# fwnoc_out_arb

`src/rtl/fwnoc_out_arb.sv`:
```
// Output-port arbiter for one fwnoc router output: round-robin selection among the
// input ports, with the grant locked from a packet's header flit through its last body flit.
module fwnoc_out_arb #(
    parameter int N_PORTS = 5,
    parameter int DAT_W   = 32,
    parameter int LEN_LSB = 0
) (
    input  logic                     clock,
    input  logic                     reset,
    input  logic [N_PORTS*DAT_W-1:0] req_dat,
    input  logic [N_PORTS-1:0]       req_valid,
    output logic [N_PORTS-1:0]       req_ready,
    output logic [DAT_W-1:0]         out_dat,
    output logic                     out_valid,
    input  logic                     out_ready,
    output logic [N_PORTS-1:0]       grant,
    output logic                     busy
);

    localparam int PW = (N_PORTS > 1) ? $clog2(N_PORTS) : 1;

    typedef enum logic [1:0] {
        S_IDLE     = 2'd0,
        S_HDR_WAIT = 2'd1,
        S_BODY     = 2'd2
    } state_t;

    state_t          r_state;
    state_t          w_state_nxt;
    logic [PW-1:0]   r_ptr;
    logic [PW-1:0]   w_ptr_nxt;
    logic [PW-1:0]   r_own;
    logic [PW-1:0]   w_own_nxt;
    logic [7:0]      r_cnt;
    logic [7:0]      w_cnt_nxt;
    logic [PW-1:0]   w_sel;
    logic [PW-1:0]   w_idx;
    logic [PW-1:0]   w_probe;
    logic            w_found;
    logic            w_owned;
    logic            w_xfer;
    logic [7:0]      w_len;
    logic [N_PORTS-1:0] w_onehot;

    function automatic logic [PW-1:0] incWrap(input logic [PW-1:0] x);
        if (int'(x) == N_PORTS - 1) begin
            return '0;
        end
        return x + 1'b1;
    endfunction

    // Downward scan so the port closest to r_ptr (smallest offset) is the last writer and wins.
    always_comb begin
        int j;
        w_sel   = r_ptr;
        w_found = 1'b0;
        w_probe = '0;
        for (int k = N_PORTS - 1; k >= 0; k--) begin
            j = int'(r_ptr) + k;
            if (j >= N_PORTS) begin
                j = j - N_PORTS;
            end
            w_probe = PW'(j);
            if (req_valid[w_probe]) begin
                w_sel   = w_probe;
                w_found = 1'b1;
            end
        end
    end

    assign w_idx   = (r_state == S_IDLE) ? w_sel : r_own;
    assign w_owned = reset && ((r_state != S_IDLE) || w_found);

    always_comb begin
        w_onehot = '0;
        out_dat  = '0;
        for (int i = 0; i < N_PORTS; i++) begin
            if (int'(w_idx) == i) begin
                w_onehot[i] = 1'b1;
                out_dat     = req_dat[i*DAT_W +: DAT_W];
            end
        end
    end

    assign grant     = w_owned ? w_onehot : '0;
    assign out_valid = w_owned && req_valid[w_idx];
    assign req_ready = out_ready ? grant : '0;
    assign busy      = reset && (r_state != S_IDLE);
    assign w_xfer    = out_valid && out_ready;
    assign w_len     = out_dat[LEN_LSB +: 8];

    // The ptr only advances when a packet finishes, so the owner is fixed for its whole length.
    always_comb begin
        w_state_nxt = r_state;
        w_ptr_nxt   = r_ptr;
        w_own_nxt   = r_own;
        w_cnt_nxt   = r_cnt;
        case (r_state)
            S_IDLE: begin
                if (w_found) begin
                    if (!w_xfer) begin
                        w_state_nxt = S_HDR_WAIT;
                        w_own_nxt   = w_sel;
                    end else if (w_len == 8'd0) begin
                        w_ptr_nxt = incWrap(w_sel);
                    end else begin
                        w_state_nxt = S_BODY;
                        w_own_nxt   = w_sel;
                        w_cnt_nxt   = w_len;
                    end
                end
            end
            S_HDR_WAIT: begin
                if (w_xfer) begin
                    if (w_len == 8'd0) begin
                        w_state_nxt = S_IDLE;
                        w_ptr_nxt   = incWrap(r_own);
                    end else begin
                        w_state_nxt = S_BODY;
                        w_cnt_nxt   = w_len;
                    end
                end
            end
            S_BODY: begin
                if (w_xfer) begin
                    w_cnt_nxt = r_cnt - 8'd1;
                    if (r_cnt == 8'd1) begin
                        w_state_nxt = S_IDLE;
                        w_ptr_nxt   = incWrap(r_own);
                    end
                end
            end
            default: begin
                w_state_nxt = S_IDLE;
            end
        endcase
    end

    always_ff @(posedge clock or negedge reset) begin
        if (!reset) begin
            r_state <= S_IDLE;
            r_ptr   <= '0;
            r_own   <= '0;
            r_cnt   <= '0;
        end else begin
            r_state <= w_state_nxt;
            r_ptr   <= w_ptr_nxt;
            r_own   <= w_own_nxt;
            r_cnt   <= w_cnt_nxt;
        end
    end

endmodule

```
`config.mk`:
```
export PLATFORM = sky130hd
export DESIGN_NAME = fwnoc_out_arb
export DESIGN_NICKNAME = d
export VERILOG_FILES = /design/src/rtl/fwnoc_out_arb.sv
export SDC_FILE = /design/constraint.sdc
export NUM_CORES = 1
export LEC_CHECK = 0
export CAP_MARGIN = 20
export CELL_PAD_IN_SITES_DETAIL_PLACEMENT = 1
export CELL_PAD_IN_SITES_GLOBAL_PLACEMENT = 2
export CORE_MARGIN = 2
export CORE_UTILIZATION = 23
export CTS_BUF_LIST = sky130_fd_sc_hd__clkbuf_8
export CTS_CLUSTER_DIAMETER = 100
export DETAILED_ROUTE_END_ITERATION = 12
export PLACE_DENSITY_LB_ADDON = 0.08
export SLEW_MARGIN = 25
export SYNTH_ARGS = -nofsm -noshare
export SYNTH_HDL_FRONTEND = slang
export SYNTH_SLANG_ARGS = --single-unit
```
`constraint.sdc`:
```
create_clock -name clock -period 10.7 [get_ports clock]
set_input_delay 1.07 -clock clock [delete_from_list [all_inputs] [get_ports clock]]
set_output_delay 1.07 -clock clock [all_outputs]
set_load 0.005 [all_outputs]
```
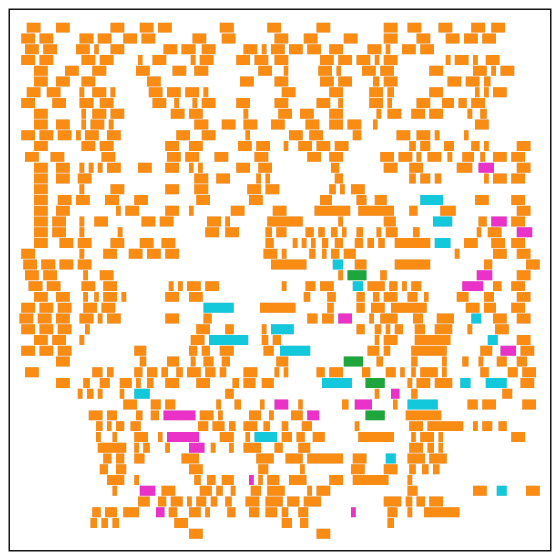
Figure 1: fwnoc_out_arb, sizing map.
| size | color | cells |
|---|---|---|
| drive 2 | magenta | 18 |
| drive 3 to 4 | cyan | 19 |
| drive 6 and up | green | 4 |
| drive 1 or less | orange | 668 |

==> impl_metrics.env <==
# flow metrics
export IMPL_reg_top3="r_cnt x8, r_own x3, r_ptr x3"
export IMPL_reg2reg_to="r_own[1]$_DFFE_PN0P_"
export IMPL_ys_cells=526
export IMPL_reg2reg_slack_ns=3.75
export IMPL_nNetsFinal=897
export IMPL_dr_pass1_iters=4
export IMPL_flop_cell="dfrtp_1"
export IMPL_grt_pass1_vias=5295
export IMPL_xor_share_pct=0.652
export IMPL_seq_cell_share_pct=6.26
export IMPL_final_max_slew_violation_count=0
export IMPL_hold_viol=0
export IMPL_clk_pin_slew_ns=0.08
export IMPL_comb_cells=444
export IMPL_cts_resized=0
export IMPL_reg2regPathDepth=18
export IMPL_cts_hold_buffers=0
export IMPL_syn2layout_area_growth_pct=58.7
export IMPL_cts_root_buf="clkbuf_8"
export IMPL_synthMuxAreaShare_pct=21.8
export IMPL_fin_crit_sh_pct=69.9
export IMPL_crit_arrival_ns=6.41
export IMPL_yosysChipArea_um2=4030
export IMPL_top_logic_kind="AND-OR/OR-AND gates"
export IMPL_lay_top_cells="clkdlybuf4s50_1, mux2i_1, nand2_1"
export IMPL_fp_row_count=48
export IMPL_ant_nets=0
export IMPL_sh_comb_area_pct=53.0
export IMPL_grt_first_pass_wirelength_mm=29.3
export IMPL_setup_viol=0
export IMPL_path_max_fanout=46
export IMPL_wl_met1_mm=8.53
export IMPL_critical_path_top_delay_family="buffers and inverters"
export IMPL_cts_sinks=16
export IMPL_status="finished, final reports clean"
export IMPL_critPathKind="reg2out"
export IMPL_num_nonclk_inverters=27
export IMPL_taps=225
export IMPL_top_cells_by_area="mux2i_1, dfrtp_1, nand2_1, a32o_1, ha_1"
export IMPL_grt_use_total_pct=20.2
export IMPL_clock_tree_area_fraction_pct=0.861
export IMPL_max_freq_mhz=134
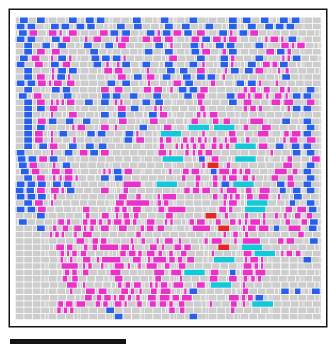
Figure 2: fwnoc_out_arb, placed cells, one color a class.
Scale bar: 50 µm. Fill, decap, tap and diode cells in gray.
| class | color | cells |
|---|---|---|
| flip-flops | cyan | 16 |
| other buffers and delay cells | blue | 218 |
| all other logic | magenta | 471 |
| clock drivers and dummy loads | red | 4 |

==> worst min path at each step <==
stage,from,depth (start not counted),slack (ns),end
6_report,r_cnt[1]$_DFFE_PN0P_,1,0.57,r_cnt[1]$_DFFE_PN0P_
5_1_grt,r_cnt[1]$_DFFE_PN0P_,1,0.60,r_cnt[1]$_DFFE_PN0P_
4_1_cts,r_cnt[1]$_DFFE_PN0P_,1,0.57,r_cnt[1]$_DFFE_PN0P_
3_5_place_dp,r_cnt[1]$_DFFE_PN0P_,1,0.55,r_cnt[1]$_DFFE_PN0P_
3_3_place_gp,r_cnt[1]$_DFFE_PN0P_,1,0.53,r_cnt[1]$_DFFE_PN0P_
2_1_floorplan,r_cnt[1]$_DFFE_PN0P_,1,0.50,r_cnt[1]$_DFFE_PN0P_

# ads1256_scan

Figure 3. Gate families picked out (ads1256_scan).
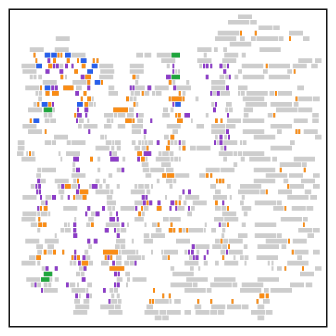
Figure 4. Sizing map (ads1256_scan).
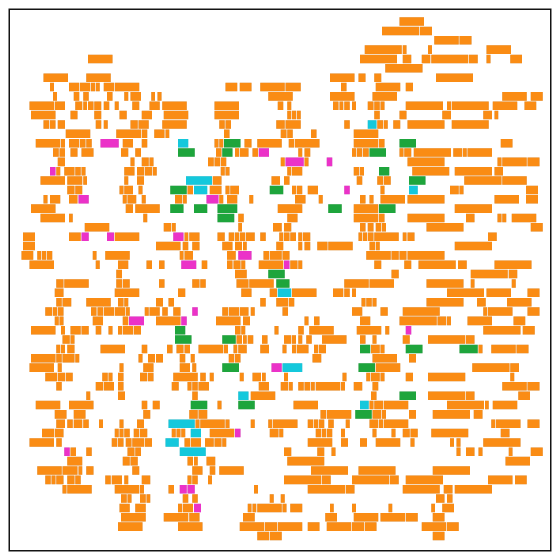
Figure 5. Placed cells, one color a class (ads1256_scan).
Scale bar: 50 µm. Fill, decap, tap and diode cells in gray.
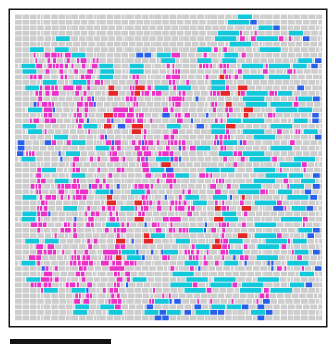
$ cat src/rtl/ads1256_scan.sv
// ADS1256 scanner: per channel WREG(MUX), SYNC, WAKEUP, RDATA, then a 24-bit read into a result bank.
// Latency ~2.7k clocks/channel at defaults; no backpressure, start ignored while busy, rd_data one clock after rd_addr.
module ads1256_scan #(
  parameter int NUM_CH         = 2,
  parameter int SCLK_HALF      = 16,
  parameter int T6_CYCLES      = 350,
  parameter int TIMEOUT_CYCLES = 1000000,
  parameter int CS_GAP         = 8
) (
  input  logic              CLK_50M,
  input  logic              rst,
  input  logic              start,
  input  logic              cont,
  input  logic              err_clr,
  output logic              SCLK,
  output logic              MOSI,
  input  logic              MISO,
  output logic              CS,
  input  logic              DRDY,
  input  logic [2:0]        rd_addr,
  output logic [23:0]       rd_data,
  output logic [NUM_CH-1:0] valid,
  output logic              busy,
  output logic              scan_done,
  output logic              timeout_err
);

  typedef enum logic [3:0] {
    S_IDLE, S_WAIT1, S_WREG, S_SYNC, S_WAKEUP, S_WAIT2,
    S_RDATA, S_T6, S_READ, S_STORE, S_GAP
  } state_t;

  state_t              state_q;
  logic [2:0]          ch_q;
  logic [23:0]         cnt_q;
  logic [15:0]         div_q;
  logic [4:0]          bits_q;
  logic [23:0]         shift_q;
  logic                sclk_q, mosi_q, cs_q;
  logic                busy_q, done_q, err_q;
  logic                drdy_meta_q, drdy_s_q;
  logic [NUM_CH-1:0]   valid_q;
  logic [23:0]         result_q [NUM_CH];
  logic [23:0]         rd_data_q, rd_data_d;

  always_comb begin
    rd_data_d = '0;
    for (int k = 0; k < NUM_CH; k++) begin
      if (rd_addr == 3'(k)) rd_data_d = result_q[k];
    end
  end

  always_ff @(posedge CLK_50M) begin
    if (rst) begin
      state_q     <= S_IDLE;
      ch_q        <= '0;
      cnt_q       <= '0;
      div_q       <= '0;
      bits_q      <= '0;
      shift_q     <= '0;
      sclk_q      <= 1'b0;
      mosi_q      <= 1'b0;
      cs_q        <= 1'b1;
      busy_q      <= 1'b0;
      done_q      <= 1'b0;
      err_q       <= 1'b0;
      drdy_meta_q <= 1'b1;
      drdy_s_q    <= 1'b1;
      valid_q     <= '0;
      rd_data_q   <= '0;
      for (int k = 0; k < NUM_CH; k++) result_q[k] <= '0;
    end else begin
      drdy_meta_q <= DRDY;
      drdy_s_q    <= drdy_meta_q;
      done_q      <= 1'b0;
      rd_data_q   <= rd_data_d;
      // A timeout assignment later in this block overrides the clear.
      if (err_clr) err_q <= 1'b0;

      case (state_q)
        S_IDLE: begin
          if (start || cont) begin
            ch_q    <= '0;
            cnt_q   <= '0;
            busy_q  <= 1'b1;
            state_q <= S_WAIT1;
          end
        end

        S_WAIT1, S_WAIT2: begin
          if (!drdy_s_q) begin
            div_q  <= '0;
            sclk_q <= 1'b0;
            cs_q   <= 1'b0;
            if (state_q == S_WAIT1) begin
              shift_q <= {8'h51, 8'h00, 1'b0, ch_q, 4'h8};
              bits_q  <= 5'd24;
              state_q <= S_WREG;
            end else begin
              shift_q <= {8'h01, 16'h0000};
              bits_q  <= 5'd8;
              state_q <= S_RDATA;
            end
          end else if (cnt_q == 24'(TIMEOUT_CYCLES - 1)) begin
            err_q   <= 1'b1;
            cs_q    <= 1'b1;
            cnt_q   <= '0;
            state_q <= S_GAP;
          end else begin
            cnt_q <= cnt_q + 24'd1;
          end
        end

        S_WREG, S_SYNC, S_WAKEUP, S_RDATA, S_READ: begin
          if (div_q == 16'(SCLK_HALF - 1)) begin
            div_q <= '0;
            if (!sclk_q) begin
              sclk_q <= 1'b1;
              mosi_q <= (state_q == S_READ) ? 1'b0 : shift_q[23];
            end else begin
              // Falling edge: the slave's bit has been stable for half a period.
              sclk_q  <= 1'b0;
              shift_q <= {shift_q[22:0], MISO};
              bits_q  <= bits_q - 5'd1;
              if (bits_q == 5'd1) begin
                cnt_q  <= '0;
                bits_q <= 5'd8;
                case (state_q)
                  S_WREG: begin
                    shift_q <= {8'hFC, 16'h0000};
                    state_q <= S_SYNC;
                  end
                  S_SYNC: begin
                    shift_q <= '0;
                    state_q <= S_WAKEUP;
                  end
                  S_WAKEUP: state_q <= S_WAIT2;
                  S_RDATA:  state_q <= S_T6;
                  default:  state_q <= S_STORE;
                endcase
              end
            end
          end else begin
            div_q <= div_q + 16'd1;
          end
        end

        S_T6: begin
          mosi_q <= 1'b0;
          if (cnt_q == 24'(T6_CYCLES - 1)) begin
            shift_q <= '0;
            bits_q  <= 5'd24;
            div_q   <= '0;
            state_q <= S_READ;
          end else begin
            cnt_q <= cnt_q + 24'd1;
          end
        end

        S_STORE: begin
          for (int k = 0; k < NUM_CH; k++) begin
            if (ch_q == 3'(k)) begin
              result_q[k] <= shift_q;
              valid_q[k]  <= 1'b1;
            end
          end
          cs_q    <= 1'b1;
          cnt_q   <= '0;
          state_q <= S_GAP;
        end

        S_GAP: begin
          cs_q <= 1'b1;
          if (cnt_q == 24'(CS_GAP - 1)) begin
            cnt_q <= '0;
            if (ch_q != 3'(NUM_CH - 1)) begin
              ch_q    <= ch_q + 3'd1;
              state_q <= S_WAIT1;
            end else begin
              done_q <= 1'b1;
              ch_q   <= '0;
              if (cont) begin
                state_q <= S_WAIT1;
              end else begin
                busy_q  <= 1'b0;
                state_q <= S_IDLE;
              end
            end
          end else begin
            cnt_q <= cnt_q + 24'd1;
          end
        end

        default: state_q <= S_IDLE;
      endcase
    end
  end

  assign SCLK        = sclk_q;
  assign MOSI        = mosi_q;
  assign CS          = cs_q;
  assign rd_data     = rd_data_q;
  assign valid       = valid_q;
  assign busy        = busy_q;
  assign scan_done   = done_q;
  assign timeout_err = err_q;

endmodule

$ cat config.mk
export PLATFORM = sky130hd
export DESIGN_NAME = ads1256_scan
export DESIGN_NICKNAME = d
export VERILOG_FILES = /design/src/rtl/ads1256_scan.sv
export SDC_FILE = /design/constraint.sdc
export NUM_CORES = 1
export LEC_CHECK = 0
export CORE_MARGIN = 2
export CORE_UTILIZATION = 30
export CTS_BUF_LIST = sky130_fd_sc_hd__clkbuf_8
export DETAILED_ROUTE_END_ITERATION = 10
export GPL_TIMING_DRIVEN = 0
export PLACE_DENSITY_LB_ADDON = 0.05
export RECOVER_POWER = 25
export SKIP_CTS_REPAIR_TIMING = 1
export SYNTH_ARGS = -nofsm -noshare
export SYNTH_HDL_FRONTEND = slang
export SYNTH_SLANG_ARGS = --single-unit
$ cat constraint.sdc
create_clock -name CLK_50M -period 4.3 [get_ports CLK_50M]
set_clock_uncertainty 0.2 [all_clocks]
set_input_delay 0.86 -clock CLK_50M [delete_from_list [all_inputs] [get_ports CLK_50M]]
set_output_delay 0.86 -clock CLK_50M [all_outputs]
set_load 0.01 [all_outputs]
==> impl_metrics.env <==
# flow metrics
export IMPL_status="finished, final reports clean"
export IMPL_cts_root_buf="clkbuf_8"
export IMPL_tightest_slew_ns=0.894
export IMPL_regMostFlops="result_q"
export IMPL_cp_buffers_inverters=1
export IMPL_buffers=90
export IMPL_largest_reg_flops=48
export IMPL_met3_length_um=751
export IMPL_drc=0
export IMPL_comb_cells=521
export IMPL_sh_comb_area_pct=37.9
export IMPL_cp_required_ns=4.45
export IMPL_use_met1_pct=20.8
export IMPL_syn_num_nets=758
export IMPL_yosysUniqueCellTypes=66
export IMPL_crit_arrival_ns=3.57
export IMPL_hold_start="drdy_meta_q$_SDFF_PP1_"
export IMPL_final_max_slew_violation_count=0
export IMPL_rsz0062_at_grt="false"
export IMPL_end_kind="flop"
export IMPL_grt_busiest_layer="met2"
export IMPL_crit_path_end="cnt_q[13]$_SDFFE_PP0P_"
export IMPL_taps=319
export IMPL_n_antenna_cell=0
export IMPL_grt_max_degree=25
export IMPL_cts_tree="done"
export IMPL_wl_met2_mm=9.64
export IMPL_buffer_area_share_pct=7.78
export IMPL_ys_cells=743
export IMPL_tool_warnings=28
export IMPL_die_y_um=157
export IMPL_syn_inst=743
export IMPL_total_leakage_power_nw=2.75
export IMPL_cts_buffers=17
export IMPL_cp_start_kind="flop"
export IMPL_clock_tree_area_fraction_pct=4.44
export IMPL_edf_count=48
export IMPL_max_freq_mhz=292
export IMPL_critPathKind="reg2reg"
## Picture notes: Figure 3
| family | color | cells | most used |
|---|---|---|---|
| NAND gates | purple | 134 | nand2_1 |
| adder and majority cells | green | 5 | ha_1 |
| NOR gates | orange | 134 | nor2_1 |
| XOR/XNOR gates | blue | 13 | xnor2_1 |

## Picture notes: Figure 4
| size | color | cells |
|---|---|---|
| drive 3 to 4 | cyan | 13 |
| drive 6 and up | green | 29 |
| drive 2 | magenta | 24 |
| drive 1 or less | orange | 750 |

## Picture notes: Figure 5
| class | color | cells |
|---|---|---|
| flip-flops | cyan | 158 |
| all other logic | magenta | 536 |
| other buffers and delay cells | blue | 90 |
| clock drivers and dummy loads | red | 32 |

cells in the mapped netlist, types with 4 or more instances:
cell        n
nand3_1    52
nor2b_1     4
a21oi_1    49
or3_1       7
and2_1     29
or4_1       5
a31oi_1     9
inv_1      15
nor2_1     79
buf_2       8
and4_1      5
and3_1     16
a32o_1      6
o32ai_1     7
clkbuf_1   35
buf_6       4
nor3_1     23
nand4b_1    4
nand2_1    60
ha_1        5
a211oi_1   11
dfxtp_1   110
edfxtp_1   48
a22oi_1    26
nand4_1    14
o21ai_1     5
o21ai_0    18
nor4_1     11
or2_2       5
xnor2_1    10
a21o_1      4
nor3b_1     4
power breakdown:
| part | internal [mW] | switching (mW) | total [mW] |
|---|---|---|---|
| Combinational | 0.471 | 0.979 | 1.45 |
| Clock | 0.417 | 0.640 | 1.06 |
| Sequential | 1.64 | 0.0774 | 1.72 |
cells by family after synthesis:
family                     after synthesis  synth area share [%]
and+or+nand+nor                        342                  26.5
AOI/OAI and AO/OA                      159                  14.8
DFF                                    158                  51.9
buffers and inverters                   64                  3.99
xor gates and xnor gates                13                  1.62
adders and majority gates                5                 0.890
muxes                                    2                 0.285

# seg_scan_driver

Figure 6. Placed cells, one color a class (seg_scan_driver).
Scale bar: 20 µm. Fill, decap, tap and diode cells in gray.
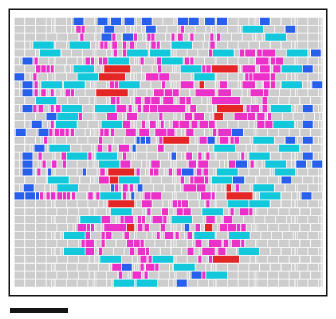
$ cat config.mk
export PLATFORM = sky130hd
export DESIGN_NAME = seg_scan_driver
export DESIGN_NICKNAME = d
export VERILOG_FILES = /design/src/rtl/seg_scan_driver.sv
export SDC_FILE = /design/constraint.sdc
export NUM_CORES = 1
export LEC_CHECK = 0
export CAP_MARGIN = 20
export CORE_ASPECT_RATIO = 0.9
export CORE_MARGIN = 1
export CORE_UTILIZATION = 30
export DETAILED_ROUTE_END_ITERATION = 6
export GPL_TIMING_DRIVEN = 0
export HOLD_SLACK_MARGIN = 0.12
export PLACE_DENSITY = 0.47
export SLEW_MARGIN = 20
export SYNTH_ARGS = -nofsm -noshare
export SYNTH_HDL_FRONTEND = slang
export SYNTH_SLANG_ARGS = --single-unit
$ cat constraint.sdc
create_clock -name clk -period 3.53 [get_ports clk]
set_clock_uncertainty 0.1 [all_clocks]
set_input_delay 1.059 -clock clk [delete_from_list [all_inputs] [get_ports clk]]
set_output_delay 1.059 -clock clk [all_outputs]
set_load 0.05 [all_outputs]
$ cat src/rtl/seg_scan_driver.sv
// Six-digit multiplexed 7-segment driver with frame-synchronous input snapshot,
// anode ghosting guard, leading-zero blanking and selectable output polarity.
module seg_scan_driver #(
  parameter int SCAN_DIV   = 50000,
  parameter int GHOST      = 2,
  parameter int ACTIVE_LOW = 1
) (
  input  logic       clk,
  input  logic       reset,
  input  logic [3:0] a,
  input  logic [3:0] b,
  input  logic [3:0] c,
  input  logic [3:0] d,
  input  logic [3:0] e,
  input  logic [3:0] f,
  input  logic       en,
  input  logic [5:0] dp_mask,
  output logic [5:0] an,
  output logic [6:0] seg,
  output logic       dp,
  output logic       frame_tick
);

  localparam int   CW  = (SCAN_DIV > 1) ? $clog2(SCAN_DIV) : 1;
  localparam logic POL = (ACTIVE_LOW != 0);

  logic [CW-1:0]   r_cnt;
  logic [2:0]      r_slot;
  logic [5:0][3:0] r_snap;      // index 0 = digit a (leftmost)
  logic [5:0]      r_snap_dp;   // bit 5 = digit a
  logic            r_frame_tick;
  logic [5:0]      r_an;
  logic [6:0]      r_seg;
  logic            r_dp;

  logic            w_cnt_last;
  logic            w_frame_end;
  logic            w_anode_on;
  logic [5:0]      w_lead_zero;
  logic [3:0]      w_digit;
  logic            w_blank;
  logic            w_dp_sel;
  logic [5:0]      w_an_sel;
  logic [6:0]      w_seg_pat;
  logic [5:0]      w_an;
  logic [6:0]      w_seg;
  logic            w_dp;

  assign w_cnt_last  = (r_cnt == CW'(SCAN_DIV - 1));
  assign w_frame_end = w_cnt_last && (r_slot == 3'd5);
  assign w_anode_on  = en && (int'(r_cnt) >= GHOST);

  // Digit k is a leading zero when it and every digit to its left are zero.
  always_comb begin
    w_lead_zero = '0;
    for (int k = 0; k < 6; k++) begin
      if (k == 0) w_lead_zero[k] = (r_snap[k] == 4'd0);
      else        w_lead_zero[k] = (r_snap[k] == 4'd0) && w_lead_zero[k-1];
    end
  end

  always_comb begin
    w_digit  = '0;
    w_blank  = 1'b0;
    w_dp_sel = 1'b0;
    w_an_sel = '0;
    for (int k = 0; k < 6; k++) begin
      if (r_slot == 3'(k)) begin
        w_digit       = r_snap[k];
        w_blank       = w_lead_zero[k] && (k != 5);
        w_dp_sel      = r_snap_dp[5-k];
        w_an_sel[5-k] = 1'b1;
      end
    end
  end

  // Active-high patterns, bit order gfedcba.
  always_comb begin
    w_seg_pat = 7'b1000000;
    case (w_digit)
      4'd0: w_seg_pat = 7'b0111111;
      4'd1: w_seg_pat = 7'b0000110;
      4'd2: w_seg_pat = 7'b1011011;
      4'd3: w_seg_pat = 7'b1001111;
      4'd4: w_seg_pat = 7'b1100110;
      4'd5: w_seg_pat = 7'b1101101;
      4'd6: w_seg_pat = 7'b1111101;
      4'd7: w_seg_pat = 7'b0000111;
      4'd8: w_seg_pat = 7'b1111111;
      4'd9: w_seg_pat = 7'b1101111;
      default: w_seg_pat = 7'b1000000;
    endcase
  end

  always_comb begin
    w_an  = w_anode_on ? w_an_sel : 6'd0;
    w_seg = (en && !w_blank) ? w_seg_pat : 7'd0;
    w_dp  = w_anode_on && w_dp_sel;
  end

  always_ff @(posedge clk) begin
    if (reset) begin
      r_cnt        <= '0;
      r_slot       <= '0;
      r_snap       <= '0;
      r_snap_dp    <= '0;
      r_frame_tick <= 1'b0;
      r_an         <= {6{POL}};
      r_seg        <= {7{POL}};
      r_dp         <= POL;
    end else begin
      r_cnt <= w_cnt_last ? '0 : r_cnt + CW'(1);
      if (w_cnt_last) r_slot <= (r_slot == 3'd5) ? 3'd0 : r_slot + 3'd1;
      // Inputs are captured only at frame end so a frame never mixes old and new data.
      if (w_frame_end) begin
        r_snap    <= {f, e, d, c, b, a};
        r_snap_dp <= dp_mask;
      end
      r_frame_tick <= w_frame_end;
      r_an         <= w_an ^ {6{POL}};
      r_seg        <= w_seg ^ {7{POL}};
      r_dp         <= w_dp ^ POL;
    end
  end

  assign an         = r_an;
  assign seg        = r_seg;
  assign dp         = r_dp;
  assign frame_tick = r_frame_tick;

endmodule

==> impl_metrics.env <==
# flow metrics
export IMPL_setup_viol=0
export IMPL_reg2reg_to="seg[5]$_SDFF_PP1_"
export IMPL_fp_utilization_pct=31.2
export IMPL_cp_buffers_inverters=4
export IMPL_io_buffers=46
export IMPL_yosys_area_share_aoi_pct=14.0
export IMPL_grt_use_total_pct=15.6
export IMPL_rsz0062_at_grt="false"
export IMPL_final_max_slew_violation_count=0
export IMPL_cts_root_buf="clkbuf_16"
export IMPL_tightest_slew_ns=0.626
export IMPL_die_area_um2=10600
export IMPL_powerClk_mw=0.876
export IMPL_critPathKind="reg2reg"
export IMPL_nClkBuffers=9
export IMPL_buffers=63
export IMPL_n_antenna_cell=0
export IMPL_r2r_start="r_slot[1]$_SDFFE_PP0N_"
export IMPL_avgSynthCellArea_um2=8.63
export IMPL_cp_depth=11
export IMPL_place_inst=526
export IMPL_hold_depth=2
export IMPL_hold_class="reg2reg"
export IMPL_postCtsSetupRepairBufs=0
export IMPL_hold_viol=0
export IMPL_lay_top_count="nand2_1"
export IMPL_viasPerCell=4.74
export IMPL_drc=0
export IMPL_die_x_um=108
export IMPL_path_max_fanout=10
export IMPL_comb_cells=265
export IMPL_reg2regPathDepth=11
export IMPL_fin_crit_sh_pct=85.3
export IMPL_pre_cts_slack_ns=0.559
export IMPL_clkLatencyLatePin_ns=0.33
export IMPL_lay_top_cells="nand2_1, dfxtp_1, clkdlybuf4s50_1"
export IMPL_taps=126
export IMPL_mi_logic_area_um2=1640
export IMPL_ff_latch_area_um2=1280
export IMPL_netlist_area_um2=3050
export IMPL_crit_path_max_incr_delay_ns=0.40
export IMPL_place_congestion=0.798
export IMPL_dominant_cells="combinational gates"
export IMPL_grt_first_pass_wirelength_mm=12.6
export IMPL_swShare_pct=21.5
export IMPL_total_leakage_power_nw=1.39
export IMPL_tool_warnings=31
export IMPL_internal_power_mw=1.31
export IMPL_crit_start="r_slot[1]$_SDFFE_PP0N_"
export IMPL_cts_buffer_depth=2
export IMPL_seq_cell_share_pct=32.3
export IMPL_clock_tree_area_fraction_pct=7.50
export IMPL_dr_total_vias=2567
export IMPL_slew_limit_headroom_pct=57.9
export IMPL_maxPowerGroup="the clock network"
export IMPL_cts_tree="done"
export IMPL_top_logic_kind="simple AND/OR/NAND/NOR gates"
export IMPL_status="finished, final reports clean"
export IMPL_wire_per_inst_um=14.0
export IMPL_synthArstFlopShare_pct=0
export IMPL_pwr_share_comb_pct=3.8
export IMPL_ir_worst_vdd_uv=259
export IMPL_fin_ws_ns=0.520
export IMPL_max_freq_mhz=332
export IMPL_antenna_found_initial=0
export IMPL_stdcell_count=542
export IMPL_syn_inst=354
export IMPL_drive_gt1_share_pct=12.3
export IMPL_reg2reg_slack_ns=0.52
Notes on Figure 6 above:
| class | color | cells |
|---|---|---|
| clock drivers and dummy loads | red | 16 |
| other buffers and delay cells | blue | 63 |
| all other logic | magenta | 273 |
| flip-flops | cyan | 64 |

## synthesized netlist by cell type (3+ instances only)
master    count  area (µm²)
nand4_1       3        18.8
nor2_1       28         105
a21oi_1      33         165
nor3_2        3        30.0
o21ai_0       3        15.0
mux2i_1      12         120
nand3_1      13        65.1
buf_6         4        45.0
nor4_1        6        37.5
dfxtp_1      64        1280
and2_1        3        18.8
nor3_1        5        25.0
ha_1          8         100
inv_1         8        30.0
xnor2_1       8        70.1
buf_2         5        25.0
nand2b_1      3        18.8
or3_1         4        25.0
nand2_1      79         297
clkbuf_1      6        22.5
xor2_1        7        61.3
o211ai_1      3        22.5
## layer usage
layer	part of all wire (%)	vias to the layer above	GRT usage, %
met5	0	-	0
met4	1.9	0	7.17
met3	3.8	11	2.82
met2	40	53	21.2
met1	54	1172	23.3
li1	-	1331	-
## logic make-up after synthesis
group,Yosys count
AND-OR/OR-AND,60
AND/OR/NAND/NOR,170
buffers and inverters,25
multiplexers,12
flip-flops,64
XOR/XNOR,15
adder cells (fa/ha/maj),8
## sequential cells by signal (all words and copies together), names as in the netlist
signal	flops
r_snap	24
r_slot	3
frame_tick	1
dp	1
r_snap_dp	6
r_cnt	16
seg	7
an	6

# ifu_fetch

## src/rtl/ifu_fetch_pkg.sv

```systemverilog
// ============================================================================
// Module  : ifu_fetch_pkg
// Brief   : Shared constants and FSM state encodings for the fetch unit.
// Revision: 1.0 - initial release
// ============================================================================
`default_nettype none

package ifu_fetch_pkg;

  localparam int unsigned c_aw_default = 32;
  localparam int unsigned c_dw_default = 32;

  // Simulation boot address.
  localparam logic [31:0] c_address_sim = 32'h0000_0000;

  localparam int unsigned c_fifo_depth = 2;

  typedef enum logic [1:0] {
    ST_BOOT = 2'd0,
    ST_RUN  = 2'd1,
    ST_ERR  = 2'd2
  } fetch_state_e;

endpackage

`default_nettype wire

```

## src/rtl/ifu_fetch_fifo.sv

```systemverilog
// ============================================================================
// Module  : ifu_fetch_fifo
// Brief   : Two-entry {pc,instr} FIFO with flush, push, pop and occupancy.
// Revision: 1.0 - initial release
// ============================================================================
`default_nettype none

module ifu_fetch_fifo #(
  parameter int unsigned W = 64
) (
  input  logic         clk,
  input  logic         rst_n,
  input  logic         flush,
  input  logic         push,
  input  logic [W-1:0] wdata,
  input  logic         pop,
  output logic [W-1:0] rdata,
  output logic [1:0]   cnt
);

  logic [W-1:0] r_mem [0:1];
  logic         r_wr_ptr;
  logic         r_rd_ptr;
  logic [1:0]   r_cnt;
  logic         w_push;
  logic         w_pop;

  assign w_pop  = pop & (r_cnt != 2'd0);
  assign w_push = push & ((r_cnt != 2'd2) | w_pop);

  always_ff @(posedge clk or negedge rst_n) begin
    if (!rst_n) begin
      r_mem[0] <= '0;
      r_mem[1] <= '0;
      r_wr_ptr <= 1'b0;
      r_rd_ptr <= 1'b0;
      r_cnt    <= 2'd0;
    end else if (flush) begin
      r_wr_ptr <= 1'b0;
      r_rd_ptr <= 1'b0;
      r_cnt    <= 2'd0;
    end else begin
      if (w_push) begin
        r_mem[r_wr_ptr] <= wdata;
        r_wr_ptr        <= ~r_wr_ptr;
      end
      if (w_pop) begin
        r_rd_ptr <= ~r_rd_ptr;
      end
      case ({w_push, w_pop})
        2'b10:   r_cnt <= r_cnt + 2'd1;
        2'b01:   r_cnt <= r_cnt - 2'd1;
        default: r_cnt <= r_cnt;
      endcase
    end
  end

  // Head reads as zero while empty so downstream never sees stale entries.
  assign rdata = (r_cnt != 2'd0) ? r_mem[r_rd_ptr] : '0;
  assign cnt   = r_cnt;

endmodule

`default_nettype wire

```

## src/rtl/ifu_fetch.sv

```systemverilog
// ============================================================================
// Module  : ifu_fetch
// Brief   : RV32 instruction-fetch initiator: PC, imem read port, 2-deep
//           decode queue. Optional IFU_MISALIGN_CHK_EN traps misaligned
//           redirects into an error state.
// Revision: 1.0 - initial release
// ============================================================================
`default_nettype none

module ifu_fetch
  import ifu_fetch_pkg::*;
#(
  parameter int unsigned    AW       = c_aw_default,
  parameter int unsigned    DW       = c_dw_default,
  parameter logic [AW-1:0]  RESET_PC = AW'(c_address_sim)
) (
  input  logic          clk,
  input  logic          rst_n,
  output logic          imem_cs,
  output logic [AW-1:0] imem_addr,
  input  logic [DW-1:0] imem_rdata,
  output logic          if_valid,
  input  logic          if_ready,
  output logic [AW-1:0] if_pc,
  output logic [DW-1:0] if_instr,
  input  logic          redirect_valid,
  input  logic [AW-1:0] redirect_pc,
  output logic          fetch_err
);

  fetch_state_e     r_state;
  fetch_state_e     w_state_nxt;
  logic [AW-1:0]    r_pc;
  logic [AW-1:0]    r_req_pc;
  logic             r_pend;
  logic             r_kill;
  logic             w_issue;
  logic             w_pop;
  logic             w_push;
  logic             w_misaligned;
  logic [AW-1:0]    w_redirect_tgt;
  logic [1:0]       w_cnt;
  logic [2:0]       w_occ;
  logic [AW+DW-1:0] w_head;

`ifdef IFU_MISALIGN_CHK_EN
  logic r_fetch_err;

  assign w_misaligned   = redirect_valid & (redirect_pc[1:0] != 2'b00);
  assign w_redirect_tgt = redirect_pc;
  assign fetch_err      = r_fetch_err;

  always_ff @(posedge clk or negedge rst_n) begin
    if (!rst_n) begin
      r_fetch_err <= 1'b0;
    end else if (redirect_valid) begin
      r_fetch_err <= w_misaligned;
    end
  end
`else
  localparam logic [AW-1:0] c_align_mask = ~AW'(3);

  assign w_misaligned   = 1'b0;
  assign w_redirect_tgt = redirect_pc & c_align_mask;
  assign fetch_err      = 1'b0;
`endif

  assign if_valid = (w_cnt != 2'd0);
  assign w_pop    = if_valid & if_ready;
  // Slots committed after this cycle: queued + in flight - leaving.
  assign w_occ    = {1'b0, w_cnt} + {2'b00, r_pend} - {2'b00, w_pop};
  assign w_push   = r_pend & ~r_kill;

  always_ff @(posedge clk or negedge rst_n) begin
    if (!rst_n) begin
      r_state <= ST_BOOT;
    end else begin
      r_state <= w_state_nxt;
    end
  end

  always_comb begin
    w_state_nxt = r_state;
    w_issue     = 1'b0;
    case (r_state)
      ST_BOOT: begin
        w_state_nxt = w_misaligned ? ST_ERR : ST_RUN;
      end
      ST_RUN: begin
        if (w_misaligned) begin
          w_state_nxt = ST_ERR;
        end else begin
          w_issue = !redirect_valid && (w_occ < 3'd2);
        end
      end
`ifdef IFU_MISALIGN_CHK_EN
      ST_ERR: begin
        if (redirect_valid && !w_misaligned) begin
          w_state_nxt = ST_RUN;
        end
      end
`endif
      default: begin
        w_state_nxt = ST_BOOT;
      end
    endcase
  end

  assign imem_cs   = w_issue;
  assign imem_addr = {2'b00, r_pc[AW-1:2]};

  always_ff @(posedge clk or negedge rst_n) begin
    if (!rst_n) begin
      r_pc     <= RESET_PC;
      r_req_pc <= '0;
      r_pend   <= 1'b0;
      r_kill   <= 1'b0;
    end else begin
      r_pend <= w_issue;
      // A response still owed at redirect time belongs to the old path.
      r_kill <= redirect_valid & r_pend;
      if (redirect_valid) begin
        r_pc <= w_redirect_tgt;
      end else if (w_issue) begin
        r_pc     <= r_pc + AW'(4);
        r_req_pc <= r_pc;
      end
    end
  end

  ifu_fetch_fifo #(
    .W (AW + DW)
  ) u_fifo (
    .clk   (clk),
    .rst_n (rst_n),
    .flush (redirect_valid),
    .push  (w_push),
    .wdata ({r_req_pc, imem_rdata}),
    .pop   (w_pop),
    .rdata (w_head),
    .cnt   (w_cnt)
  );

  assign if_pc    = w_head[AW+DW-1:DW];
  assign if_instr = w_head[DW-1:0];

endmodule

`default_nettype wire
```

## config.mk

```make
export PLATFORM = sky130hd
export DESIGN_NAME = ifu_fetch
export DESIGN_NICKNAME = d
export VERILOG_FILES = /design/src/rtl/ifu_fetch_pkg.sv /design/src/rtl/ifu_fetch_fifo.sv /design/src/rtl/ifu_fetch.sv
export SDC_FILE = /design/constraint.sdc
export NUM_CORES = 1
export LEC_CHECK = 0
export CORE_AREA = 2 2 179 181
export CTS_CLUSTER_DIAMETER = 40
export CTS_CLUSTER_SIZE = 8
export DETAILED_ROUTE_END_ITERATION = 8
export DIE_AREA = 0 0 181 183
export PLACE_DENSITY = 0.61
export SLEW_MARGIN = 10
export SYNTH_ARGS = -nofsm -noshare
export SYNTH_HDL_FRONTEND = slang
export SYNTH_HIERARCHICAL = 1
export SYNTH_SLANG_ARGS = --single-unit
```

## constraint.sdc

```tcl
create_clock -name clk -period 9.2 [get_ports clk]
set_input_delay 1.38 -clock clk [delete_from_list [all_inputs] [get_ports clk]]
set_output_delay 1.38 -clock clk [all_outputs]
set_load 0.01 [all_outputs]
```

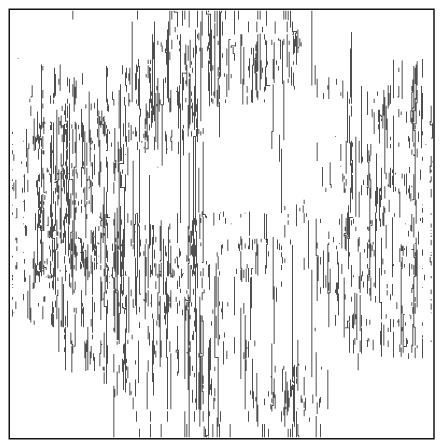
Figure 7: ifu_fetch, signal wires on met2.
nets with wire on the layer: 856
main direction: vertical
longest straight run: 58.8 µm

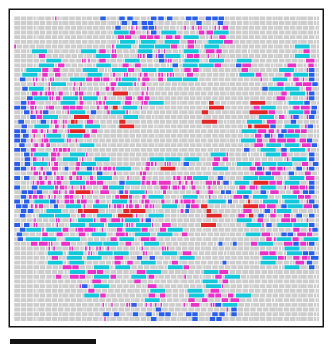
Figure 8: ifu_fetch, placed cells, one color a class.
Scale bar: 50 µm. Fill, decap, tap and diode cells in gray.
| class | color | cells |
|---|---|---|
| flip-flops | cyan | 195 |
| clock drivers and dummy loads | red | 32 |
| other buffers and delay cells | blue | 171 |
| all other logic | magenta | 543 |

==> impl_metrics.env <==
# flow metrics
export IMPL_drive_gt1_share_pct=19.3
export IMPL_grt_first_pass_wirelength_mm=38.2
export IMPL_yosys_area_share_aoi_pct=4.80
export IMPL_top_cells_by_area="dfrtp_1, mux2_2, mux2_4, mux2i_1, nand2_1"
export IMPL_nClkBuffers=19
export IMPL_stdcell_count=1344
export IMPL_total_leakage_power_nw=5.09
export IMPL_h_tree_depth=4
export IMPL_status="finished, final reports clean"
export IMPL_internal_power_mw=1.95
export IMPL_die_x_um=181
export IMPL_powerClk_mw=0.750
export IMPL_mi_logic_area_um2=4050
export IMPL_pg_comb_mw=0.700
export IMPL_xor_share_pct=0.381
export IMPL_pwr_share_comb_pct=25.4
export IMPL_sh_comb_area_pct=34.5
export IMPL_yosysChipArea_um2=9200
export IMPL_cts_tree="done"
export IMPL_end_kind="output port"
export IMPL_grt_max_degree=71
export IMPL_utilization_pct=37.6
export IMPL_fin_ws_ns=3.72
export IMPL_slowest_stage="clkdlybuf4s50_1"
-- path summary, 6_finish.rpt --
path | slack [ns] | from | to
max reg2reg | 5.24 | u_fifo/cnt[1]$_DFFE_PN0P_ | r_pc[18]$_DFFE_PN0P_
min in group asynchronous | 0.91 | rst_n | u_fifo/r_mem[69]$_DFFE_PN0P_
min | 0.50 | r_req_pc[3]$_DFFE_PN0P_ | r_req_pc[3]$_DFFE_PN0P_
max | 3.72 | if_ready | imem_cs
max in group asynchronous | 6.93 | rst_n | r_req_pc[7]$_DFFE_PN0P_
min reg2reg | 0.50 | r_req_pc[3]$_DFFE_PN0P_ | r_req_pc[3]$_DFFE_PN0P_
-- layer usage --
metal	track usage, %	share of wire (%)	wire length (µm)	up-vias
met1	21.0	49	11600	3206
met3	3.14	4.9	1160	21
li1	-	-	-	3033
met2	22.7	45	10500	178
met4	3.74	1.2	287	0
met5	0	0	0	-
-- registers in the layout, indices dropped and copies added, names as in the netlist --
signal and count:
u_fifo/r_wr_ptr 1, r_req_pc 30, r_pc 30, u_fifo/cnt 2, u_fifo/r_mem 128, u_fifo/r_rd_ptr 1
r_kill 1, r_pend 1, r_state 1

# vga_text_engine

Figure 9. Placed cells, one color a class (vga_text_engine).
Scale bar: 20 µm. Fill, decap, tap and diode cells in gray.
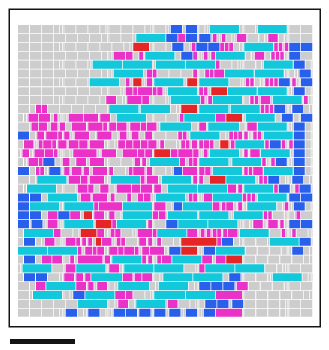
## src/rtl/vga_pkg.sv

```systemverilog
// vga_pkg: default 640x480 timing constants and field widths shared by the text engine
package vga_pkg;
  localparam int DEF_H_ACTIVE = 640;
  localparam int DEF_H_FP     = 16;
  localparam int DEF_H_SYNC   = 96;
  localparam int DEF_H_BP     = 48;
  localparam int DEF_V_ACTIVE = 480;
  localparam int DEF_V_FP     = 10;
  localparam int DEF_V_SYNC   = 2;
  localparam int DEF_V_BP     = 33;
  localparam int COLOR_W      = 4;
  localparam int CHAR_W       = 8;
  localparam int ATTR_BIT     = 8;
endpackage

```

## src/rtl/vga_timing.sv

```systemverilog
// vga_timing: raster counters with active-low syncs, display enable and frame_start pulse
// Ports: pixel_clk/rst in; h_cnt, v_cnt raster position; hs, vs (active-low), de, frame_start out.
module vga_timing import vga_pkg::*; #(
  parameter int H_ACTIVE = DEF_H_ACTIVE,
  parameter int H_FP     = DEF_H_FP,
  parameter int H_SYNC   = DEF_H_SYNC,
  parameter int H_BP     = DEF_H_BP,
  parameter int V_ACTIVE = DEF_V_ACTIVE,
  parameter int V_FP     = DEF_V_FP,
  parameter int V_SYNC   = DEF_V_SYNC,
  parameter int V_BP     = DEF_V_BP,
  localparam int H_TOTAL = H_ACTIVE + H_FP + H_SYNC + H_BP,
  localparam int V_TOTAL = V_ACTIVE + V_FP + V_SYNC + V_BP,
  localparam int HW      = $clog2(H_TOTAL),
  localparam int VW      = $clog2(V_TOTAL)
) (
  input  logic          pixel_clk,
  input  logic          rst,
  output logic [HW-1:0] h_cnt,
  output logic [VW-1:0] v_cnt,
  output logic          hs,
  output logic          vs,
  output logic          de,
  output logic          frame_start
);
  // run holds the counters at (0,0) for one cycle after reset so the first
  // frame_start pulse lands on the first clock after release
  logic run;
  always_ff @(posedge pixel_clk or posedge rst)
    if (rst) begin
      run   <= 1'b0;
      h_cnt <= '0;
      v_cnt <= '0;
    end else begin
      run <= 1'b1;
      if (run) begin
        h_cnt <= h_cnt == HW'(H_TOTAL - 1) ? '0 : h_cnt + 1'b1;
        if (h_cnt == HW'(H_TOTAL - 1))
          v_cnt <= v_cnt == VW'(V_TOTAL - 1) ? '0 : v_cnt + 1'b1;
      end
    end
  always_comb begin
    de          = run && h_cnt < HW'(H_ACTIVE) && v_cnt < VW'(V_ACTIVE);
    hs          = !(h_cnt >= HW'(H_ACTIVE + H_FP) && h_cnt < HW'(H_ACTIVE + H_FP + H_SYNC));
    vs          = !(v_cnt >= VW'(V_ACTIVE + V_FP) && v_cnt < VW'(V_ACTIVE + V_FP + V_SYNC));
    frame_start = run && h_cnt == '0 && v_cnt == '0;
  end
endmodule

```

## src/rtl/vga_text_engine.sv

```systemverilog
// vga_text_engine: text-mode VGA renderer with font fetch, inverse attribute and blinking cursor
// Ports: pixel_clk/rst; rd_addr -> screen RAM, char_data <- RAM (1-cycle); font_addr -> font ROM,
// font_row <- ROM (1-cycle); fg/bg_color latched per frame; cursor_en/cursor_addr;
// VGA_R/G/B, VGA_HS/VS (active-low) pins; frame_start pulse at raster (0,0).
module vga_text_engine import vga_pkg::*; #(
  parameter int H_ACTIVE     = DEF_H_ACTIVE,
  parameter int H_FP         = DEF_H_FP,
  parameter int H_SYNC       = DEF_H_SYNC,
  parameter int H_BP         = DEF_H_BP,
  parameter int V_ACTIVE     = DEF_V_ACTIVE,
  parameter int V_FP         = DEF_V_FP,
  parameter int V_SYNC       = DEF_V_SYNC,
  parameter int V_BP         = DEF_V_BP,
  parameter int FONT_W       = 8,
  parameter int FONT_H       = 8,
  parameter int ADDR_W       = 12,
  parameter int BLINK_FRAMES = 30
) (
  input  logic                               pixel_clk,
  input  logic                               rst,
  output logic [ADDR_W-1:0]                  rd_addr,
  input  logic [CHAR_W:0]                    char_data,
  output logic [CHAR_W+$clog2(FONT_H)-1:0]   font_addr,
  input  logic [FONT_W-1:0]                  font_row,
  input  logic [3*COLOR_W-1:0]               fg_color,
  input  logic [3*COLOR_W-1:0]               bg_color,
  input  logic                               cursor_en,
  input  logic [ADDR_W-1:0]                  cursor_addr,
  output logic [COLOR_W-1:0]                 VGA_R,
  output logic [COLOR_W-1:0]                 VGA_G,
  output logic [COLOR_W-1:0]                 VGA_B,
  output logic                               VGA_HS,
  output logic                               VGA_VS,
  output logic                               frame_start
);
  localparam int H_TOTAL = H_ACTIVE + H_FP + H_SYNC + H_BP;
  localparam int V_TOTAL = V_ACTIVE + V_FP + V_SYNC + V_BP;
  localparam int HW      = $clog2(H_TOTAL);
  localparam int VW      = $clog2(V_TOTAL);
  localparam int LW      = $clog2(FONT_W);
  localparam int LH      = $clog2(FONT_H);
  localparam int COLS    = H_ACTIVE / FONT_W;
  localparam int ROWS    = V_ACTIVE / FONT_H;
  localparam int CELLS   = COLS * ROWS;
  localparam int BW      = BLINK_FRAMES > 1 ? $clog2(BLINK_FRAMES) : 1;
  logic [HW-1:0]          h_cnt;
  logic [VW-1:0]          v_cnt;
  logic                   hs0, vs0, de0;
  logic [31:0]            idx;
  logic                   oob, pix, on;
  logic [3*COLOR_W-1:0]   col, fg_l, bg_l;
  logic                   de1, hs1, vs1, oob1;
  logic [LH-1:0]          gl1;
  logic [LW-1:0]          x1, x2;
  logic [ADDR_W-1:0]      a1;
  logic                   de2, hs2, vs2, oob2, inv2, match2;
  logic [BW-1:0]          blink_cnt;
  logic                   blink_phase;
  vga_timing #(
    .H_ACTIVE(H_ACTIVE), .H_FP(H_FP), .H_SYNC(H_SYNC), .H_BP(H_BP),
    .V_ACTIVE(V_ACTIVE), .V_FP(V_FP), .V_SYNC(V_SYNC), .V_BP(V_BP)
  ) u_timing (
    .pixel_clk(pixel_clk), .rst(rst), .h_cnt(h_cnt), .v_cnt(v_cnt),
    .hs(hs0), .vs(vs0), .de(de0), .frame_start(frame_start)
  );
  assign font_addr = {char_data[CHAR_W-1:0], gl1};
  // FONT_W is a power of two, so FONT_W-1-x is simply ~x within the glyph column bits
  always_comb begin
    idx     = (32'(v_cnt) / FONT_H) * COLS + 32'(h_cnt) / FONT_W;
    oob     = idx >= 32'(CELLS) || (idx >> ADDR_W) != 0;
    rd_addr = idx[ADDR_W-1:0];
    pix     = font_row[~x2];
    on      = pix ^ inv2 ^ (cursor_en & blink_phase & match2);
    col     = !de2 || oob2 ? '0 : on ? fg_l : bg_l;
  end
  always_ff @(posedge pixel_clk or posedge rst)
    if (rst) begin
      {de1, oob1, gl1, x1, a1}          <= '0;
      {de2, oob2, inv2, match2, x2}     <= '0;
      {hs1, vs1, hs2, vs2}              <= '1;
      {VGA_R, VGA_G, VGA_B}             <= '0;
      {VGA_HS, VGA_VS}                  <= '1;
      {fg_l, bg_l}                      <= '0;
      blink_cnt                         <= '0;
      blink_phase                       <= 1'b0;
    end else begin
      {de1, hs1, vs1, oob1}             <= {de0, hs0, vs0, oob};
      gl1                               <= v_cnt[LH-1:0];
      x1                                <= h_cnt[LW-1:0];
      a1                                <= rd_addr;
      {de2, hs2, vs2, oob2}             <= {de1, hs1, vs1, oob1};
      inv2                              <= char_data[ATTR_BIT];
      match2                            <= a1 == cursor_addr;
      x2                                <= x1;
      {VGA_R, VGA_G, VGA_B}             <= col;
      {VGA_HS, VGA_VS}                  <= {hs2, vs2};
      if (frame_start) begin
        fg_l        <= fg_color;
        bg_l        <= bg_color;
        blink_cnt   <= blink_cnt == BW'(BLINK_FRAMES - 1) ? '0 : blink_cnt + 1'b1;
        blink_phase <= blink_cnt == BW'(BLINK_FRAMES - 1) ? ~blink_phase : blink_phase;
      end
    end
endmodule

```

## config.mk

```make
export PLATFORM = sky130hd
export DESIGN_NAME = vga_text_engine
export DESIGN_NICKNAME = d
export VERILOG_FILES = /design/src/rtl/vga_pkg.sv /design/src/rtl/vga_timing.sv /design/src/rtl/vga_text_engine.sv
export SDC_FILE = /design/constraint.sdc
export NUM_CORES = 1
export LEC_CHECK = 0
export CORE_AREA = 2 2 93 95
export DETAILED_ROUTE_END_ITERATION = 10
export DIE_AREA = 0 0 95 97
export PLACE_DENSITY = 0.83
export SLEW_MARGIN = 20
export SYNTH_ARGS = -nofsm -noshare
export SYNTH_HDL_FRONTEND = slang
export SYNTH_SLANG_ARGS = --single-unit
```

## constraint.sdc

```tcl
create_clock -name pixel_clk -period 5.3 [get_ports pixel_clk]
set_clock_uncertainty 0.15 [all_clocks]
set_input_delay 0.795 -clock pixel_clk [delete_from_list [all_inputs] [get_ports pixel_clk]]
set_output_delay 0.795 -clock pixel_clk [all_outputs]
set_load 0.05 [all_outputs]
```

==> impl_metrics.env <==
# flow metrics
export IMPL_status="finished, final reports clean"
export IMPL_hold_viol=0
export IMPL_lay_top_cells="nand2_1, dfrtp_1, clkdlybuf4s50_1"
export IMPL_grt_overflow=0
export IMPL_buffer_area_share_pct=14.7
export IMPL_p_seq_mw=1.05
export IMPL_fin_crit_sh_pct=84.6
export IMPL_netSwitchingPower_mw=0.747
export IMPL_cts_buffer_depth=2
export IMPL_place_congestion=0.800
export IMPL_die_area_um2=9220
export IMPL_utilization_pct=65.8
export IMPL_fin_ws_ns=0.818
export IMPL_cp_required_ns=4.36
export IMPL_clk_pin_slew_ns=0.10
export IMPL_max_freq_mhz=223
export IMPL_tightest_slew_ns=0.948
export IMPL_slew_limit_headroom_pct=36.8
export IMPL_cts_tree="done"
export IMPL_finalPower_mw=2.15
export IMPL_taps=105
export IMPL_netlist_area_um2=4370
export IMPL_cts_buffers=9
export IMPL_mi_logic_area_um2=1770
export IMPL_grt_first_pass_wirelength_mm=15.1
export IMPL_swShare_pct=34.7
export IMPL_die_x_um=95
export IMPL_sh_comb_area_pct=33.1
export IMPL_critPathKind="reg2out"
export IMPL_ys_cells=407
export IMPL_tool_warnings=29
export IMPL_flop_cell="dfrtp_1"
export IMPL_yosysTopAreaCell="dfrtp_1"
export IMPL_flops=96
export IMPL_top_logic_kind="simple AND/OR/NAND/NOR gates"
export IMPL_final_max_slew_violation_count=0
export IMPL_ir_worst_vdd_uv=213
export IMPL_syn2layout_area_growth_pct=22.4
export IMPL_cts_root_buf="clkbuf_8"
export IMPL_comb_cells=275
export IMPL_cp_start_kind="flop"
export IMPL_wire_per_inst_um=15.3
export IMPL_edf_count=0
export IMPL_ff_latch_area_um2=2410
export IMPL_clkLatencyLatePin_ns=0.36
export IMPL_most_common_cell="nand2_1"
export IMPL_fp_utilization_pct=53.7
export IMPL_lay_top_count="nand2_1"
export IMPL_die_y_um=97
export IMPL_crit_arrival_ns=3.54
export IMPL_dp_hpwl_mm=6.36
export IMPL_pg_comb_mw=0.613
export IMPL_cts_resized=0
export IMPL_dr_total_vias=3082
export IMPL_fp_row_count=33
export IMPL_grt_use_total_pct=20.8
export IMPL_nClkBuffers=10
export IMPL_synthArstFlopShare_pct=100
export IMPL_setup_viol=0
export IMPL_path_max_fanout=10
export IMPL_simple_gate_share_pct=17.6
export IMPL_synthTopCellsByCount="nand2_1, dfrtp_1, xnor2_1"
export IMPL_top_cells_by_area="dfrtp_1, nand2_1, ha_1, xnor2_1, dfstp_2"
export IMPL_drtIter0Drc=87
export IMPL_drv_cap=0
export IMPL_wl_mm=8.91
export IMPL_stdcell_count=583
export IMPL_h_tree_depth=3
export IMPL_setup_tns_ns=0
export IMPL_io_buffers=77
About Figure 9:
| class | color | cells |
|---|---|---|
| other buffers and delay cells | blue | 79 |
| flip-flops | cyan | 96 |
| all other logic | magenta | 287 |
| clock drivers and dummy loads | red | 16 |

[worst max-delay path, cell delays in order (launching register included)]
cell	delay (ns)
dfrtp_1	0.49
ha_1	0.34
ha_1	0.22
fa_1	0.54
o211a_1	0.17
and3_1	0.22
and2_1	0.15
xor2_1	0.20
clkdlybuf4s50_1	0.85
[path summary, 6_finish.rpt]
path / depth (start not counted) / endpoint / slack, ns / from
worst max-delay path: 8 / rd_addr[11] / 0.82 / u_timing.v_cnt[4]$_DFFE_PP0P_
worst min-delay path: 0 / VGA_VS$_DFF_PP1_ / 0.19 / vs2$_DFF_PP1_
worst max register to register: 8 / oob1$_DFF_PP0_ / 2.20 / u_timing.v_cnt[4]$_DFFE_PP0P_
worst min register to register: 0 / VGA_VS$_DFF_PP1_ / 0.19 / vs2$_DFF_PP1_
max in group asynchronous: 3 / vs2$_DFF_PP1_ / 3.26 / rst
min in group asynchronous: 2 / gl1[0]$_DFF_PP0_ / 0.75 / rst
[layer usage]
layer / vias to the layer above / wire [µm] / GRT usage (%)
li1: 1491 / - / -
met3: 10 / 403 / 4.44
met2: 82 / 4510 / 35.4
met4: 0 / 114 / 6.13
met5: - / 0 / 0
met1: 1499 / 3880 / 26.7


==> screenshots <==
The clock network.
shot_01.png
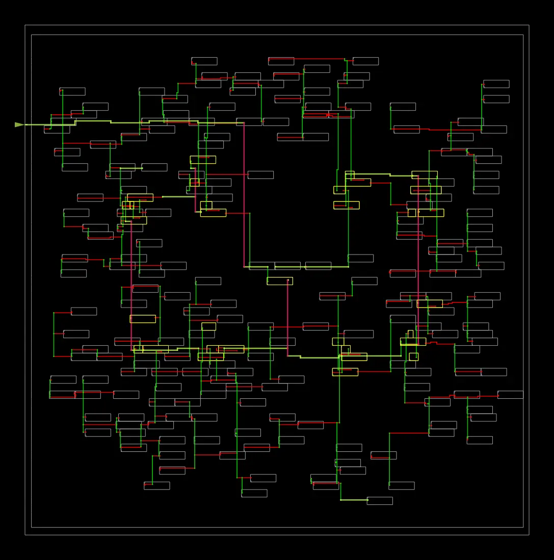
shot_02.png
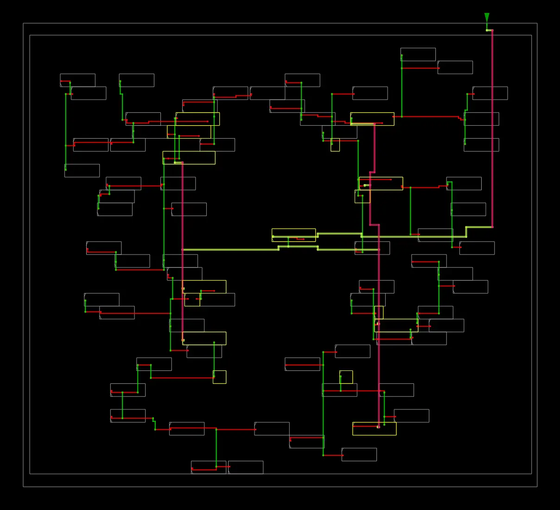
shot_03.png
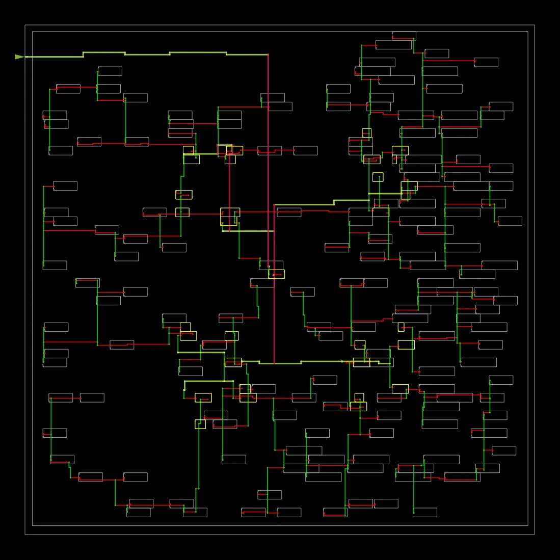
shot_04.png
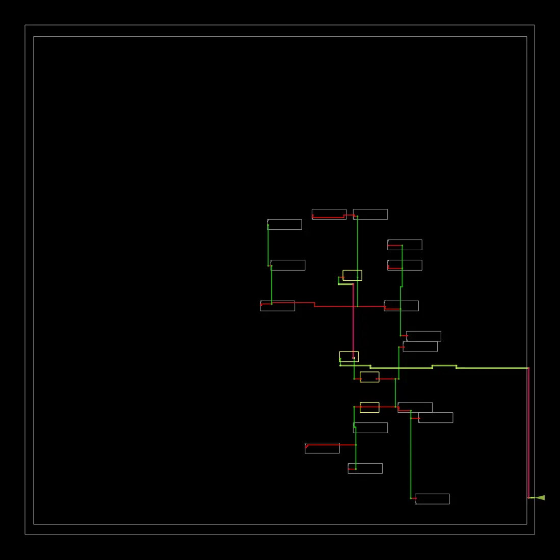
shot_05.png
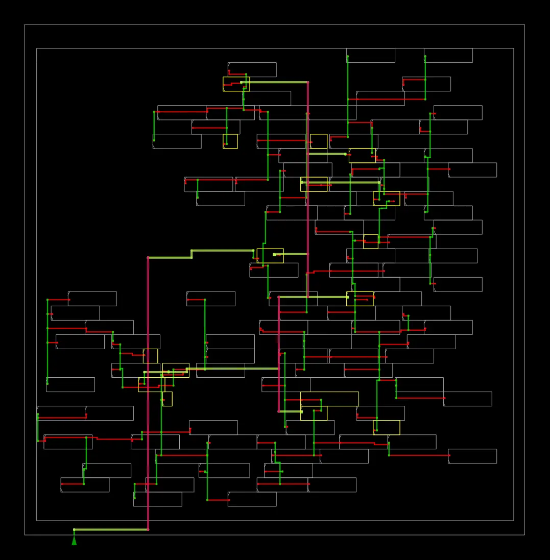
shot_04.png -> fwnoc_out_arb
shot_02.png -> seg_scan_driver
shot_03.png -> ads1256_scan
shot_05.png -> vga_text_engine
shot_01.png -> ifu_fetch
- most sequential cells: shot_01.png
- fewest sequential cells: shot_04.png

Power and IR drop assume default switching activity.
